=== rr_pop_stage ===
Figure 1. Port wiring (rr_pop_stage).
Scale: 6 px per um.
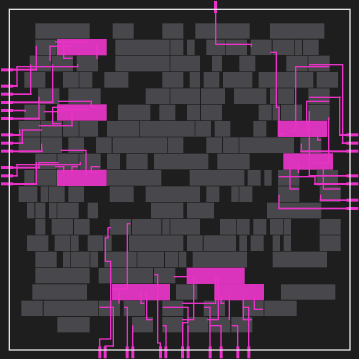

File: src/rtl/rr_pop_stage.sv
// rr_pop_stage: pops the arbiter-selected FWFT FIFO into a 2-entry registered
// output buffer (valid/ready). Define RR_POP_STATS_EN for per-queue pop counters.
`ifdef RR_POP_STATS_EN
module rr_pop_stat_ctr (
  input  logic        clk,
  input  logic        rst,
  input  logic        clr,
  input  logic        inc,
  output logic [15:0] cnt
);
  always_ff @(posedge clk or posedge rst) begin
    if (rst)                          cnt <= '0;
    else if (clr)                     cnt <= '0;
    else if (inc && cnt != 16'hFFFF)  cnt <= cnt + 16'd1;
  end
endmodule
`endif

module rr_pop_stage #(
  parameter int QUEUE_QUANTITY = 4,
  parameter int DATA_BITS      = 8,
  localparam int SEL_W = (QUEUE_QUANTITY > 1) ? $clog2(QUEUE_QUANTITY) : 1
) (
  input  logic                                clk,
  input  logic                                rst,
  input  logic                                enb,
  input  logic [SEL_W-1:0]                    selector,
  input  logic                                selector_enb,
  input  logic [QUEUE_QUANTITY*DATA_BITS-1:0] fifo_data,
  input  logic                                out_ready,
`ifdef RR_POP_STATS_EN
  input  logic                                stat_clr,
  output logic [QUEUE_QUANTITY*16-1:0]        stat_count,
`endif
  output logic [QUEUE_QUANTITY-1:0]           pop,
  output logic                                rr_enb,
  output logic                                out_valid,
  output logic [DATA_BITS-1:0]                out_data,
  output logic [SEL_W-1:0]                    out_queue
);
  typedef enum logic [1:0] {EMPTY = 2'd0, ONE = 2'd1, FULL = 2'd2} state_t;
  typedef struct packed {
    logic [SEL_W-1:0]     queue;
    logic [DATA_BITS-1:0] data;
  } entry_t;

  state_t state, state_nxt;
  entry_t slot0, slot1, in_ent;
  logic   push, drain, ld0, ld1, mv10;

  // push looks only at registered occupancy so pop never depends on out_ready
  assign push   = !rst && enb && selector_enb && (state != FULL);
  assign drain  = out_valid && out_ready;
  assign in_ent = {selector, fifo_data[selector*DATA_BITS +: DATA_BITS]};
  assign rr_enb = push;

  always_comb begin
    pop = '0;
    if (push) pop[selector] = 1'b1;
  end

  always_comb begin
    state_nxt = state;
    ld0       = 1'b0;
    ld1       = 1'b0;
    mv10      = 1'b0;
    case (state)
      EMPTY: if (push) begin state_nxt = ONE; ld0 = 1'b1; end
      ONE: begin
        if (push && drain) ld0 = 1'b1;
        else if (push) begin state_nxt = FULL; ld1 = 1'b1; end
        else if (drain) state_nxt = EMPTY;
      end
      FULL: if (drain) begin state_nxt = ONE; mv10 = 1'b1; end
      default: state_nxt = EMPTY;
    endcase
  end

  always_ff @(posedge clk or posedge rst) begin
    if (rst) begin
      state <= EMPTY;
      slot0 <= '0;
      slot1 <= '0;
    end else begin
      state <= state_nxt;
      if (ld0)       slot0 <= in_ent;
      else if (mv10) slot0 <= slot1;
      if (ld1)       slot1 <= in_ent;
    end
  end

  assign out_valid = (state != EMPTY);
  assign out_data  = slot0.data;
  assign out_queue = slot0.queue;

`ifdef RR_POP_STATS_EN
  logic [QUEUE_QUANTITY-1:0][15:0] cnt;

  for (genvar q = 0; q < QUEUE_QUANTITY; q++) begin : g_ctr
    rr_pop_stat_ctr u_ctr (
      .clk (clk),
      .rst (rst),
      .clr (stat_clr),
      .inc (pop[q]),
      .cnt (cnt[q])
    );
  end

  assign stat_count = cnt;
`endif
endmodule

File: config.mk
export PLATFORM = sky130hd
export DESIGN_NAME = rr_pop_stage
export DESIGN_NICKNAME = d
export VERILOG_FILES = /design/src/rtl/rr_pop_stage.sv
export SDC_FILE = /design/constraint.sdc
export NUM_CORES = 1
export LEC_CHECK = 0
export ABC_CLOCK_PERIOD_IN_PS = 2050
export CAP_MARGIN = 5
export CORE_UTILIZATION = 43
export CTS_BUF_LIST = sky130_fd_sc_hd__clkbuf_8
export CTS_CLUSTER_DIAMETER = 150
export DETAILED_ROUTE_END_ITERATION = 8
export PLACE_DENSITY_LB_ADDON = 0.05
export SLEW_MARGIN = 5
export SYNTH_ARGS = -nofsm -noshare
export SYNTH_HDL_FRONTEND = slang
export SYNTH_SLANG_ARGS = --single-unit
File: constraint.sdc
create_clock -name clk -period 2.05 [get_ports clk]
set_input_delay 0.41 -clock clk [delete_from_list [all_inputs] [get_ports clk]]
set_output_delay 0.41 -clock clk [all_outputs]
set_load 0.005 [all_outputs]
=== sort_quad_loader ===
### src/rtl/sort_quad_loader.sv
// rtl/sort_quad_loader.sv - groups a valid/ready byte stream into padded 4-slot frames for the merge sorter
// Optional frame/pad statistics counters enabled by SORT_LOADER_STATS_EN.
module sort_quad_loader #(
  parameter int                DATA_W    = 8,
  parameter logic [DATA_W-1:0] PAD_VALUE = '0
) (
  input  logic              clk,
  input  logic              rst,
  input  logic [DATA_W-1:0] in_data,
  input  logic              in_valid,
  input  logic              in_last,
  output logic              in_ready,
  output logic [DATA_W-1:0] out_a,
  output logic [DATA_W-1:0] out_b,
  output logic [DATA_W-1:0] out_c,
  output logic [DATA_W-1:0] out_d,
  output logic [3:0]        out_pad_mask,
  output logic              out_valid,
  input  logic              out_ready
`ifdef SORT_LOADER_STATS_EN
  ,
  output logic [15:0]       frame_count,
  output logic [15:0]       pad_count
`endif
);

  typedef enum logic {COLLECT, HOLD} state_t;

  state_t            state_q, state_d;
  logic [1:0]        cnt;
  logic [DATA_W-1:0] slot [4];
  logic              in_fire, out_fire, close;
  logic [1:0]        widx;

  assign in_fire  = in_valid & in_ready;
  assign out_fire = out_valid & out_ready;
  // In HOLD an accepted element always starts a new frame (it coincides with out_fire).
  assign widx     = (state_q == HOLD) ? 2'd0 : cnt;
  assign close    = in_last | (widx == 2'd3);

  always_ff @(posedge clk) begin
    if (rst) state_q <= COLLECT;
    else     state_q <= state_d;
  end

  always_comb begin
    state_d = state_q;
    case (state_q)
      COLLECT: if (in_fire && close) state_d = HOLD;
      HOLD:    if (out_fire) state_d = (in_fire && close) ? HOLD : COLLECT;
      default: state_d = COLLECT;
    endcase
  end

  always_comb begin
    in_ready  = 1'b0;
    out_valid = 1'b0;
    if (!rst) in_ready = (state_q == COLLECT) | out_ready;
    out_valid = (state_q == HOLD);
  end

  always_ff @(posedge clk) begin
    if (rst) begin
      cnt          <= 2'd0;
      out_pad_mask <= 4'b0000;
      for (int i = 0; i < 4; i++) slot[i] <= '0;
    end else if (in_fire) begin
      slot[widx] <= in_data;
      if (close) begin
        cnt <= 2'd0;
        for (int i = 0; i < 4; i++) begin
          out_pad_mask[i] <= (i > int'(widx));
          if (i > int'(widx)) slot[i] <= PAD_VALUE;
        end
      end else begin
        cnt          <= widx + 2'd1;
        out_pad_mask <= 4'b0000;
      end
    end else if (out_fire) begin
      cnt          <= 2'd0;
      out_pad_mask <= 4'b0000;
    end
  end

  assign out_a = slot[0];
  assign out_b = slot[1];
  assign out_c = slot[2];
  assign out_d = slot[3];

`ifdef SORT_LOADER_STATS_EN
  // Free-running counters; wrap at 16 bits by design.
  always_ff @(posedge clk) begin
    if (rst) begin
      frame_count <= 16'd0;
      pad_count   <= 16'd0;
    end else if (out_fire) begin
      frame_count <= frame_count + 16'd1;
      if (out_pad_mask != 4'b0000) pad_count <= pad_count + 16'd1;
    end
  end
`endif

endmodule

### config.mk
export PLATFORM = sky130hd
export DESIGN_NAME = sort_quad_loader
export DESIGN_NICKNAME = d
export VERILOG_FILES = /design/src/rtl/sort_quad_loader.sv
export SDC_FILE = /design/constraint.sdc
export NUM_CORES = 1
export LEC_CHECK = 0
export CAP_MARGIN = 20
export CORE_ASPECT_RATIO = 0.7
export CORE_MARGIN = 2
export CORE_UTILIZATION = 25
export DETAILED_ROUTE_END_ITERATION = 10
export SLEW_MARGIN = 20
export SYNTH_ARGS = -nofsm -noshare
export SYNTH_HDL_FRONTEND = slang
export SYNTH_SLANG_ARGS = --single-unit
export TNS_END_PERCENT = 50
### constraint.sdc
create_clock -name clk -period 1.6 [get_ports clk]
set_input_delay 0.16 -clock clk [delete_from_list [all_inputs] [get_ports clk]]
set_output_delay 0.16 -clock clk [all_outputs]
set_load 0.01 [all_outputs]
=== onfi_burst_io ===
==> src/rtl/onfi_burst_io.sv <==
// -----------------------------------------------------------------------------
// onfi_burst_io
//
// NAND data-path IO engine. Moves one multi-word burst per request between the
// controller's valid/ready streams and the ONFI DQ pads, generating the WE#/RE#
// strobe with T_SETUP low cycles and T_HOLD high cycles per word. Reads sample
// the DQ pads on low cycle T_CAPTURE into a one-deep output register; writes
// fetch one stream word per strobe pulse and drive it on the DQ pads.
//
// Ports:
//   clk, reset        clock, synchronous active-high reset
//   start, dir        burst request (0 = read NAND, 1 = write NAND), IDLE only
//   burst_len         words in the burst, latched on start
//   s_data/valid/ready  write stream (controller -> NAND)
//   m_data/valid/ready  read stream  (NAND -> controller)
//   nand_dq_in/out/oe DQ pad input, output and output enable
//   strobe_n          WE#/RE# strobe, active low
//   busy              high whenever the engine is not IDLE
//   initialized       sticky high once the post-reset settle count expires
//   done              one-cycle pulse at the end of a burst
//   words_left        remaining words in the current burst
//   checksum          (optional) XOR of every word moved in the last burst
//
// Optional feature: define ONFI_IO_CHECKSUM_EN to add the checksum port.
// -----------------------------------------------------------------------------
module onfi_burst_io #(
  parameter int DATA_W      = 16,
  parameter int T_SETUP     = 4,
  parameter int T_HOLD      = 2,
  parameter int T_CAPTURE   = 3,
  parameter int INIT_CYCLES = 15,
  parameter int LEN_W       = 12
) (
  input  logic              clk,
  input  logic              reset,
  input  logic              start,
  input  logic              dir,
  input  logic [LEN_W-1:0]  burst_len,
  input  logic [DATA_W-1:0] s_data,
  input  logic              s_valid,
  output logic              s_ready,
  output logic [DATA_W-1:0] m_data,
  output logic              m_valid,
  input  logic              m_ready,
  input  logic [DATA_W-1:0] nand_dq_in,
  output logic [DATA_W-1:0] nand_dq_out,
  output logic              nand_dq_oe,
  output logic              strobe_n,
  output logic              busy,
  output logic              initialized,
  output logic              done,
  output logic [LEN_W-1:0]  words_left
`ifdef ONFI_IO_CHECKSUM_EN
  ,
  output logic [DATA_W-1:0] checksum
`endif
);

  localparam int PH_MAX = (T_SETUP > T_HOLD) ? T_SETUP : T_HOLD;
  localparam int PH_W   = $clog2(PH_MAX + 1);
  localparam int INIT_W = $clog2(INIT_CYCLES + 1);

  localparam logic [PH_W-1:0]   LOW_LAST  = PH_W'(T_SETUP - 1);
  localparam logic [PH_W-1:0]   HIGH_LAST = PH_W'(T_HOLD - 1);
  localparam logic [PH_W-1:0]   CAP_AT    = PH_W'(T_CAPTURE - 1);
  localparam logic [INIT_W-1:0] INIT_LAST = INIT_W'(INIT_CYCLES - 1);

  typedef enum logic [2:0] {
    S_INIT,
    S_IDLE,
    S_FETCH,
    S_LOW,
    S_HIGH,
    S_DRAIN,
    S_DONE
  } state_t;

  state_t            state, state_nx;
  logic [PH_W-1:0]   ph_cnt;
  logic [INIT_W-1:0] init_cnt;
  logic              dir_q;
  logic              held;       // word_left already decremented, stalled in HIGH

  logic              start_ok;
  logic              fetch_hs;
  logic              capture;
  logic              high_end;
  logic              word_dec;
  logic [LEN_W-1:0]  words_rem;
  logic              stall;

  assign start_ok  = (state == S_IDLE) && start;
  assign fetch_hs  = (state == S_FETCH) && s_valid;
  assign capture   = (state == S_LOW) && !dir_q && (ph_cnt == CAP_AT);
  // ph_cnt parks on HIGH_LAST while stalled, so high_end stays true and the
  // held flag keeps the word from being counted twice.
  assign high_end  = (state == S_HIGH) && (ph_cnt == HIGH_LAST);
  assign word_dec  = high_end && !held;
  assign words_rem = word_dec ? (words_left - LEN_W'(1)) : words_left;
  // A new read LOW may only start once the output register is free or is
  // being emptied on this very cycle.
  assign stall     = high_end && !dir_q && (words_rem != '0) && m_valid && !m_ready;

  assign busy     = (state != S_IDLE);
  assign s_ready  = (state == S_FETCH);
  assign strobe_n = (state != S_LOW);
  assign done     = (state == S_DONE);

  // NOTE: every signal written here gets a default first, so no path through
  // the case statement can leave a value unassigned and infer a latch.
  always_comb begin
    state_nx = state;
    unique case (state)
      S_INIT:  if (init_cnt == INIT_LAST) state_nx = S_IDLE;
      S_IDLE: begin
        if (start) begin
          if (burst_len == '0) state_nx = S_DONE;
          else if (dir)        state_nx = S_FETCH;
          else                 state_nx = S_LOW;
        end
      end
      S_FETCH: if (s_valid) state_nx = S_LOW;
      S_LOW:   if (ph_cnt == LOW_LAST) state_nx = S_HIGH;
      S_HIGH: begin
        if (high_end && !stall) begin
          if (words_rem == '0) state_nx = dir_q ? S_DONE : S_DRAIN;
          else                 state_nx = dir_q ? S_FETCH : S_LOW;
        end
      end
      S_DRAIN: if (!m_valid || m_ready) state_nx = S_DONE;
      S_DONE:  state_nx = S_IDLE;
      default: state_nx = S_INIT;
    endcase
  end

  // NOTE: sequential state uses non-blocking assignments so every register
  // samples the pre-edge values regardless of statement order.
  always_ff @(posedge clk) begin
    if (reset) begin
      state       <= S_INIT;
      ph_cnt      <= '0;
      init_cnt    <= '0;
      initialized <= 1'b0;
      dir_q       <= 1'b0;
      held        <= 1'b0;
      words_left  <= '0;
    end else begin
      state <= state_nx;
      held  <= stall;

      if (state_nx != state)
        ph_cnt <= '0;
      else if ((state == S_LOW) || ((state == S_HIGH) && !high_end))
        ph_cnt <= ph_cnt + PH_W'(1);

      if ((state == S_INIT) && (init_cnt != INIT_LAST))
        init_cnt <= init_cnt + INIT_W'(1);
      if ((state == S_INIT) && (state_nx == S_IDLE))
        initialized <= 1'b1;

      if (start_ok) begin
        dir_q      <= dir;
        words_left <= burst_len;
      end else if (word_dec) begin
        words_left <= words_left - LEN_W'(1);
      end
    end
  end

  // Data path: DQ output latch, read holding register, optional checksum.
  always_ff @(posedge clk) begin
    if (reset) begin
      nand_dq_out <= '0;
      nand_dq_oe  <= 1'b0;
      m_data      <= '0;
      m_valid     <= 1'b0;
    end else begin
      if (fetch_hs) begin
        nand_dq_out <= s_data;
        nand_dq_oe  <= 1'b1;
      end else if (state_nx == S_DONE) begin
        nand_dq_oe  <= 1'b0;
      end

      if (capture) begin
        m_data  <= nand_dq_in;
        m_valid <= 1'b1;
      end else if (m_valid && m_ready) begin
        m_valid <= 1'b0;
      end
    end
  end

`ifdef ONFI_IO_CHECKSUM_EN
  always_ff @(posedge clk) begin
    if (reset)         checksum <= '0;
    else if (start_ok) checksum <= '0;
    else if (fetch_hs) checksum <= checksum ^ s_data;
    else if (capture)  checksum <= checksum ^ nand_dq_in;
  end
`endif

endmodule

==> config.mk <==
export PLATFORM = sky130hd
export DESIGN_NAME = onfi_burst_io
export DESIGN_NICKNAME = d
export VERILOG_FILES = /design/src/rtl/onfi_burst_io.sv
export SDC_FILE = /design/constraint.sdc
export NUM_CORES = 1
export LEC_CHECK = 0
export CORE_MARGIN = 2
export CORE_UTILIZATION = 25
export DETAILED_ROUTE_END_ITERATION = 6
export GPL_TIMING_DRIVEN = 0
export PLACE_DENSITY = 0.61
export SETUP_SLACK_MARGIN = 0.5
export SLEW_MARGIN = 10
export SYNTH_ARGS = -nofsm -noshare
export SYNTH_HDL_FRONTEND = slang
export SYNTH_SLANG_ARGS = --single-unit
==> constraint.sdc <==
create_clock -name clk -period 3.21 [get_ports clk]
set_input_delay 0.8025 -clock clk [delete_from_list [all_inputs] [get_ports clk]]
set_output_delay 0.8025 -clock clk [all_outputs]
set_load 0.03 [all_outputs]
Figure 2. Routing congestion map (rr_pop_stage).
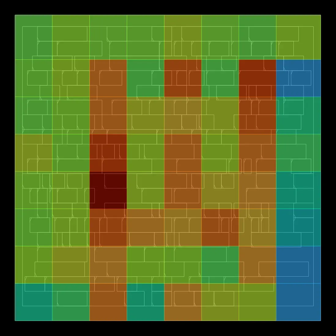
met3 global-route usage: 3.00%
routed length per instance: 16.2 um
met2 routing resource usage after global routing: 37.3%
GR Layer Usage met1: 27.0%
GRT Max-Usage Layer: met2

## Picture notes: Figure 1
[`fifo_data`] magenta | bits: 32 | direction: input | edge: 12 left, 12 bottom, 7 right, 1 top | end cells: 8 | buffers: 32 | wire: 497 um

==> impl_results.html, rr_pop_stage <==
<h3>Flow metrics</h3>
<table>
<tr><th>Metric</th><th>Value</th></tr>
<tr><th colspan="2">Status</th></tr>
<tr><td>Run status</td><td>complete, no violations</td></tr>
<tr><th colspan="2">Final layout</th></tr>
<tr><td>Diode count</td><td>0</td></tr>
<tr><th colspan="2">Final timing</th></tr>
<tr><td>Final period utilization</td><td>96.9%</td></tr>
<tr><td>Sum of negative setup slack</td><td>0 ns</td></tr>
<tr><th colspan="2">Synthesis</th></tr>
<tr><td>FF+latch count, synth</td><td>22</td></tr>
<tr><td>Adder Share, Synth</td><td>0%</td></tr>
<tr><td>Share of the synthesized area in the top cell type</td><td>between 40% and 50%</td></tr>
<tr><td>Largest family of logic cells by area</td><td>multiplexers</td></tr>
<tr><td>Post-synth area from yosys stat</td><td>1280 um^2</td></tr>
<tr><td>Ranking of synthesized cells by instance count</td><td>22 x sky130_fd_sc_hd__dfrtp_1, 12 x sky130_fd_sc_hd__nand2_1, 10 x sky130_fd_sc_hd__mux2_4</td></tr>
<tr><td>Ys cells</td><td>103</td></tr>
<tr><th colspan="2">GRT</th></tr>
<tr><td>GRT Resource Usage Total</td><td>between 20% and 30%</td></tr>
<tr><td>Vias in the first global route</td><td>1174</td></tr>
<tr><th colspan="2">Setup path</th></tr>
<tr><td>Data arrival time of the critical path</td><td>roughly 1.6 ns</td></tr>
<tr><td>Crit path kind</td><td>in2out</td></tr>
<tr><th colspan="2">Clock network</th></tr>
<tr><td>Root buf cell</td><td>sky130_fd_sc_hd__clkbuf_8</td></tr>
<tr><td>Buffer count from post-CTS setup fixing</td><td>1</td></tr>
<tr><td>Clk sink count</td><td>22</td></tr>
<tr><td>Clock-pin slew of the registers on the worst-case setup and hold paths</td><td>0.08 ns</td></tr>
<tr><th colspan="2">Power</th></tr>
<tr><td>Pwr/cell area</td><td>677 nW/um^2</td></tr>
<tr><td>Total power consumption of the routed design</td><td>0.00135 W</td></tr>
<tr><th colspan="2">Route</th></tr>
<tr><td>Met3 WL post-DR</td><td>158 um</td></tr>
<tr><td>Detail-routed via count per cell</td><td>5.49</td></tr>
<tr><td>Final ANT Viol Nets</td><td>0</td></tr>
<tr><td>Post-route DRC violation count</td><td>0</td></tr>
<tr><th colspan="2">Die</th></tr>
<tr><td>I/O pin total</td><td>55</td></tr>
</table>
[rr_pop_stage: cell type report]
type / instances / area, um^2 / share of cell area, %
multi-input cells: 66 / 673 / 33.9
inverters: 7 / 26.3 / 1.32
flip-flops and latches: 22 / 551 / 27.7
clock buffers: 4 / 55.1 / 2.77
well taps: 31 / 38.8 / 1.95
repair buffers: 70 / 644 / 32.4
[rr_pop_stage: power breakdown]
group	switching (W)	leakage [nW]	internal, W
sequential	0.0000582	0.270	0.000538
clock	0.000141	0.0288	0.000171
combinational	0.000128	0.596	0.000310
total	0.000328	0.895	0.00102
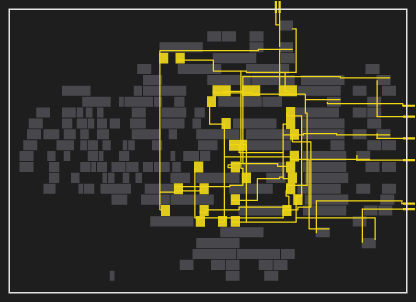
Figure 3: sort_quad_loader, port wiring.
Scale: 4 px per um.
[`in_data`] yellow | bits: 8 | direction: input | edge: 6 right, 2 top | end cells: 32 | buffers: 8 | wire: 818 um

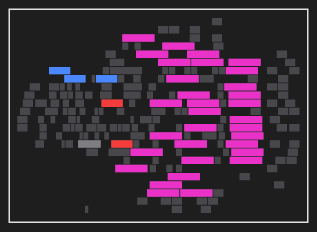
Figure 4: sort_quad_loader, where the registers sit.
Scale: 3 px per um.
[`cnt`] red | sequential cells: 2
[`out_pad_mask`] blue | sequential cells: 3
[`slot`] magenta | sequential cells: 32
not colored: 1

==> impl_results.html, sort_quad_loader <==
<h3>Flow metrics</h3>
<table>
<tr><th>Metric</th><th>Value</th></tr>
<tr><th colspan="2">Final timing</th></tr>
<tr><td>Sum of negative setup slack</td><td>0 ns</td></tr>
<tr><td>Setup repair after global routing missed its margin</td><td>no</td></tr>
<tr><th colspan="2">Die</th></tr>
<tr><td>Height of the die</td><td>70.5 um</td></tr>
<tr><td>I/O pin total</td><td>51</td></tr>
<tr><th colspan="2">Final layout</th></tr>
<tr><td>Biggest registers after layout</td><td>slot (32), out_pad_mask (3), cnt (2)</td></tr>
<tr><td>Flip-flop and latch area</td><td>1080 um^2</td></tr>
<tr><td>Number of buffers outside the clock class in the layout</td><td>66</td></tr>
<tr><th colspan="2">GRT</th></tr>
<tr><td>Met3 global-route usage</td><td>4.70%</td></tr>
<tr><td>Vias in the first global route</td><td>1008</td></tr>
<tr><td>Total grt overflow</td><td>0</td></tr>
<tr><th colspan="2">Synthesis</th></tr>
<tr><td>FF+latch count, synth</td><td>38</td></tr>
<tr><td>Adder Share, Synth</td><td>0%</td></tr>
<tr><th colspan="2">Setup path</th></tr>
<tr><td>Terminus of the critical flop-to-flop path</td><td>slot[0][7]</td></tr>
<tr><td>CP required</td><td>roughly 1.6 ns</td></tr>
<tr><th colspan="2">Power</th></tr>
<tr><td>Pwr/cell area</td><td>924 nW/um^2</td></tr>
<tr><th colspan="2">Status</th></tr>
<tr><td>Run status</td><td>complete, no violations</td></tr>
</table>
sort_quad_loader: layer usage:
| layer | vias up | wire (um) | share of wire, % |
|---|---|---|---|
| li1 | 542 | - | - |
| met1 | 506 | 1840 | 51 |
| met2 | 43 | 1410 | 39 |
| met3 | 5 | 312 | 8.7 |
| met4 | 0 | 38 | 1.1 |
| met5 | - | 0 | 0 |
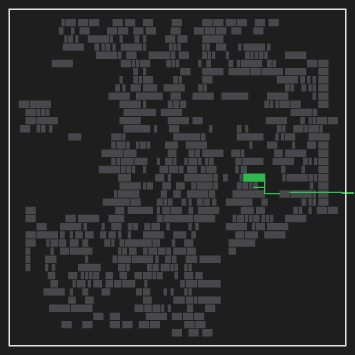
Figure 5: onfi_burst_io, port wiring.
Scale: 3 px per um.
[`initialized`] green | bits: 1 | direction: output | edge: right | end cells: 1 | buffers: 1 | wire: 31.0 um

==> impl_results.html, onfi_burst_io <==
<h3>Flow metrics</h3>
<table>
<tr><th>Metric</th><th>Value</th></tr>
<tr><th colspan="2">Status</th></tr>
<tr><td>Run status</td><td>complete, no violations</td></tr>
<tr><th colspan="2">Final layout</th></tr>
<tr><td>Flip-flop and latch area</td><td>1180 um^2</td></tr>
<tr><td>Layout inverter count without the clock tree</td><td>13</td></tr>
<tr><td>Fraction of standard cell area that is sequential</td><td>26.3%</td></tr>
<tr><td>Tally of clock buffers in the finished layout</td><td>10</td></tr>
<tr><td>Area of the multi-input gates</td><td>about 1700 um^2</td></tr>
<tr><td>Fillers</td><td>1144</td></tr>
<tr><td>Final non-filler cell total</td><td>628</td></tr>
<tr><th colspan="2">Synthesis</th></tr>
<tr><td>Ys cells</td><td>approximately 370</td></tr>
<tr><td>Cell with the most instances after synthesis</td><td>sky130_fd_sc_hd__nand2_1</td></tr>
<tr><td>Post-synthesis area per instance</td><td>7.87 um^2</td></tr>
<tr><td>Synth Area in Simple Gates</td><td>between 20 and 30%</td></tr>
<tr><td>Number of instances in the synthesized netlist</td><td>368</td></tr>
<tr><th colspan="2">Route</th></tr>
<tr><td>First DRT Iteration DRCs</td><td>between 150 and 200</td></tr>
<tr><th colspan="2">Placed design</th></tr>
<tr><td>Pre-CTS worst setup slack</td><td>-0.283 ns</td></tr>
<tr><th colspan="2">Final timing</th></tr>
<tr><td>Final critical-path required period</td><td>around 2.6 ns</td></tr>
<tr><th colspan="2">Setup path</th></tr>
<tr><td>Worst setup endpoint</td><td>busy</td></tr>
</table>
==> onfi_burst_io: registers in the layout, summed over array words and instances, names as in the netlist, 3 cells and up <==
signal       count
init_cnt         4
state            3
m_data          16
words_left      12
ph_cnt           3
nand_dq_out     16
==> onfi_burst_io: per-layer routing <==
metal / part of all wire (%) / global-route usage (%) / wire length [um]
met1: 44 / 17.3 / 3860
met3: 5.4 / 3.81 / 468
met5: 0 / 0 / 0
met4: 1.9 / 5.68 / 163
met2: 48 / 22.8 / 4190

==> screenshots <==
I/O pins on the die edge.
panel A
Scale: 3 px per um. Pins as bars across the die edge, other pins in gray.
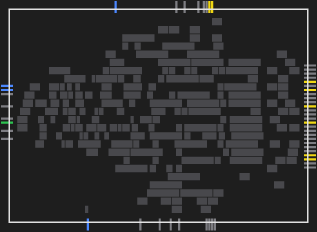
panel B
Scale: 2 px per um. Pins as bars across the die edge, other pins in gray.
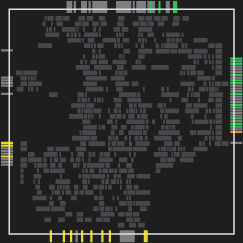
panel C
Scale: 4 px per um. Pins as bars across the die edge, other pins in gray.
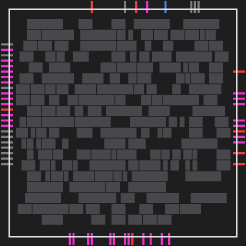
For rr_pop_stage, see panel C.
For onfi_burst_io, see panel B.
For sort_quad_loader, see panel A.
- largest die: panel B
- most pins: panel B

Key to panel B:
[`initialized`] orange | pins: 1 | direction: output | edge: right
[`nand_dq_out`] green | pins: 16 | direction: output | edge: 12 right, 4 top
[`words_left`] yellow | pins: 12 | direction: output | edge: 9 bottom, 3 left
all pins by edge: 39 top, 29 right, 18 bottom, 15 left



==> layout pictures side by side <==
Wiring by layer.
picture 1
Scale: 6 px per um.
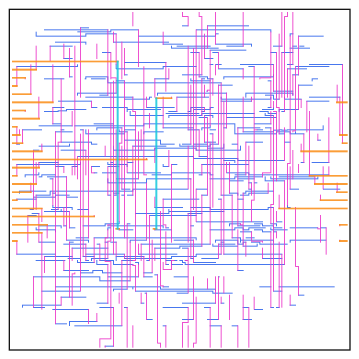
picture 2
Scale: 4 px per um.
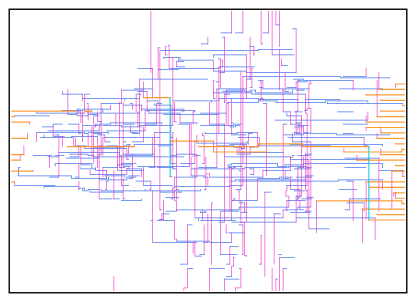
picture 3
Scale: 3 px per um.
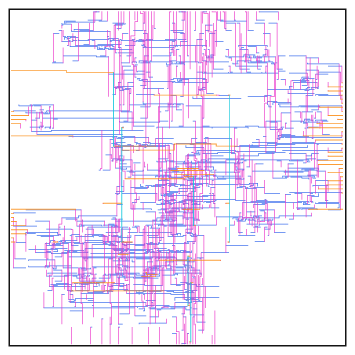
The one with the most wire is picture 3.
The one with the largest die is picture 3.
For sort_quad_loader, see picture 2.
For rr_pop_stage, see picture 1.
For onfi_burst_io, see picture 3.

Key to picture 2:
[metal 2] magenta | wire length: 1410 um
[metal 3] orange | wire length: 313 um
[metal 1] blue | wire length: 1840 um
[metal 4] cyan | wire length: 38.1 um

No activity file was given, so power comes from the tool's default toggle rates.
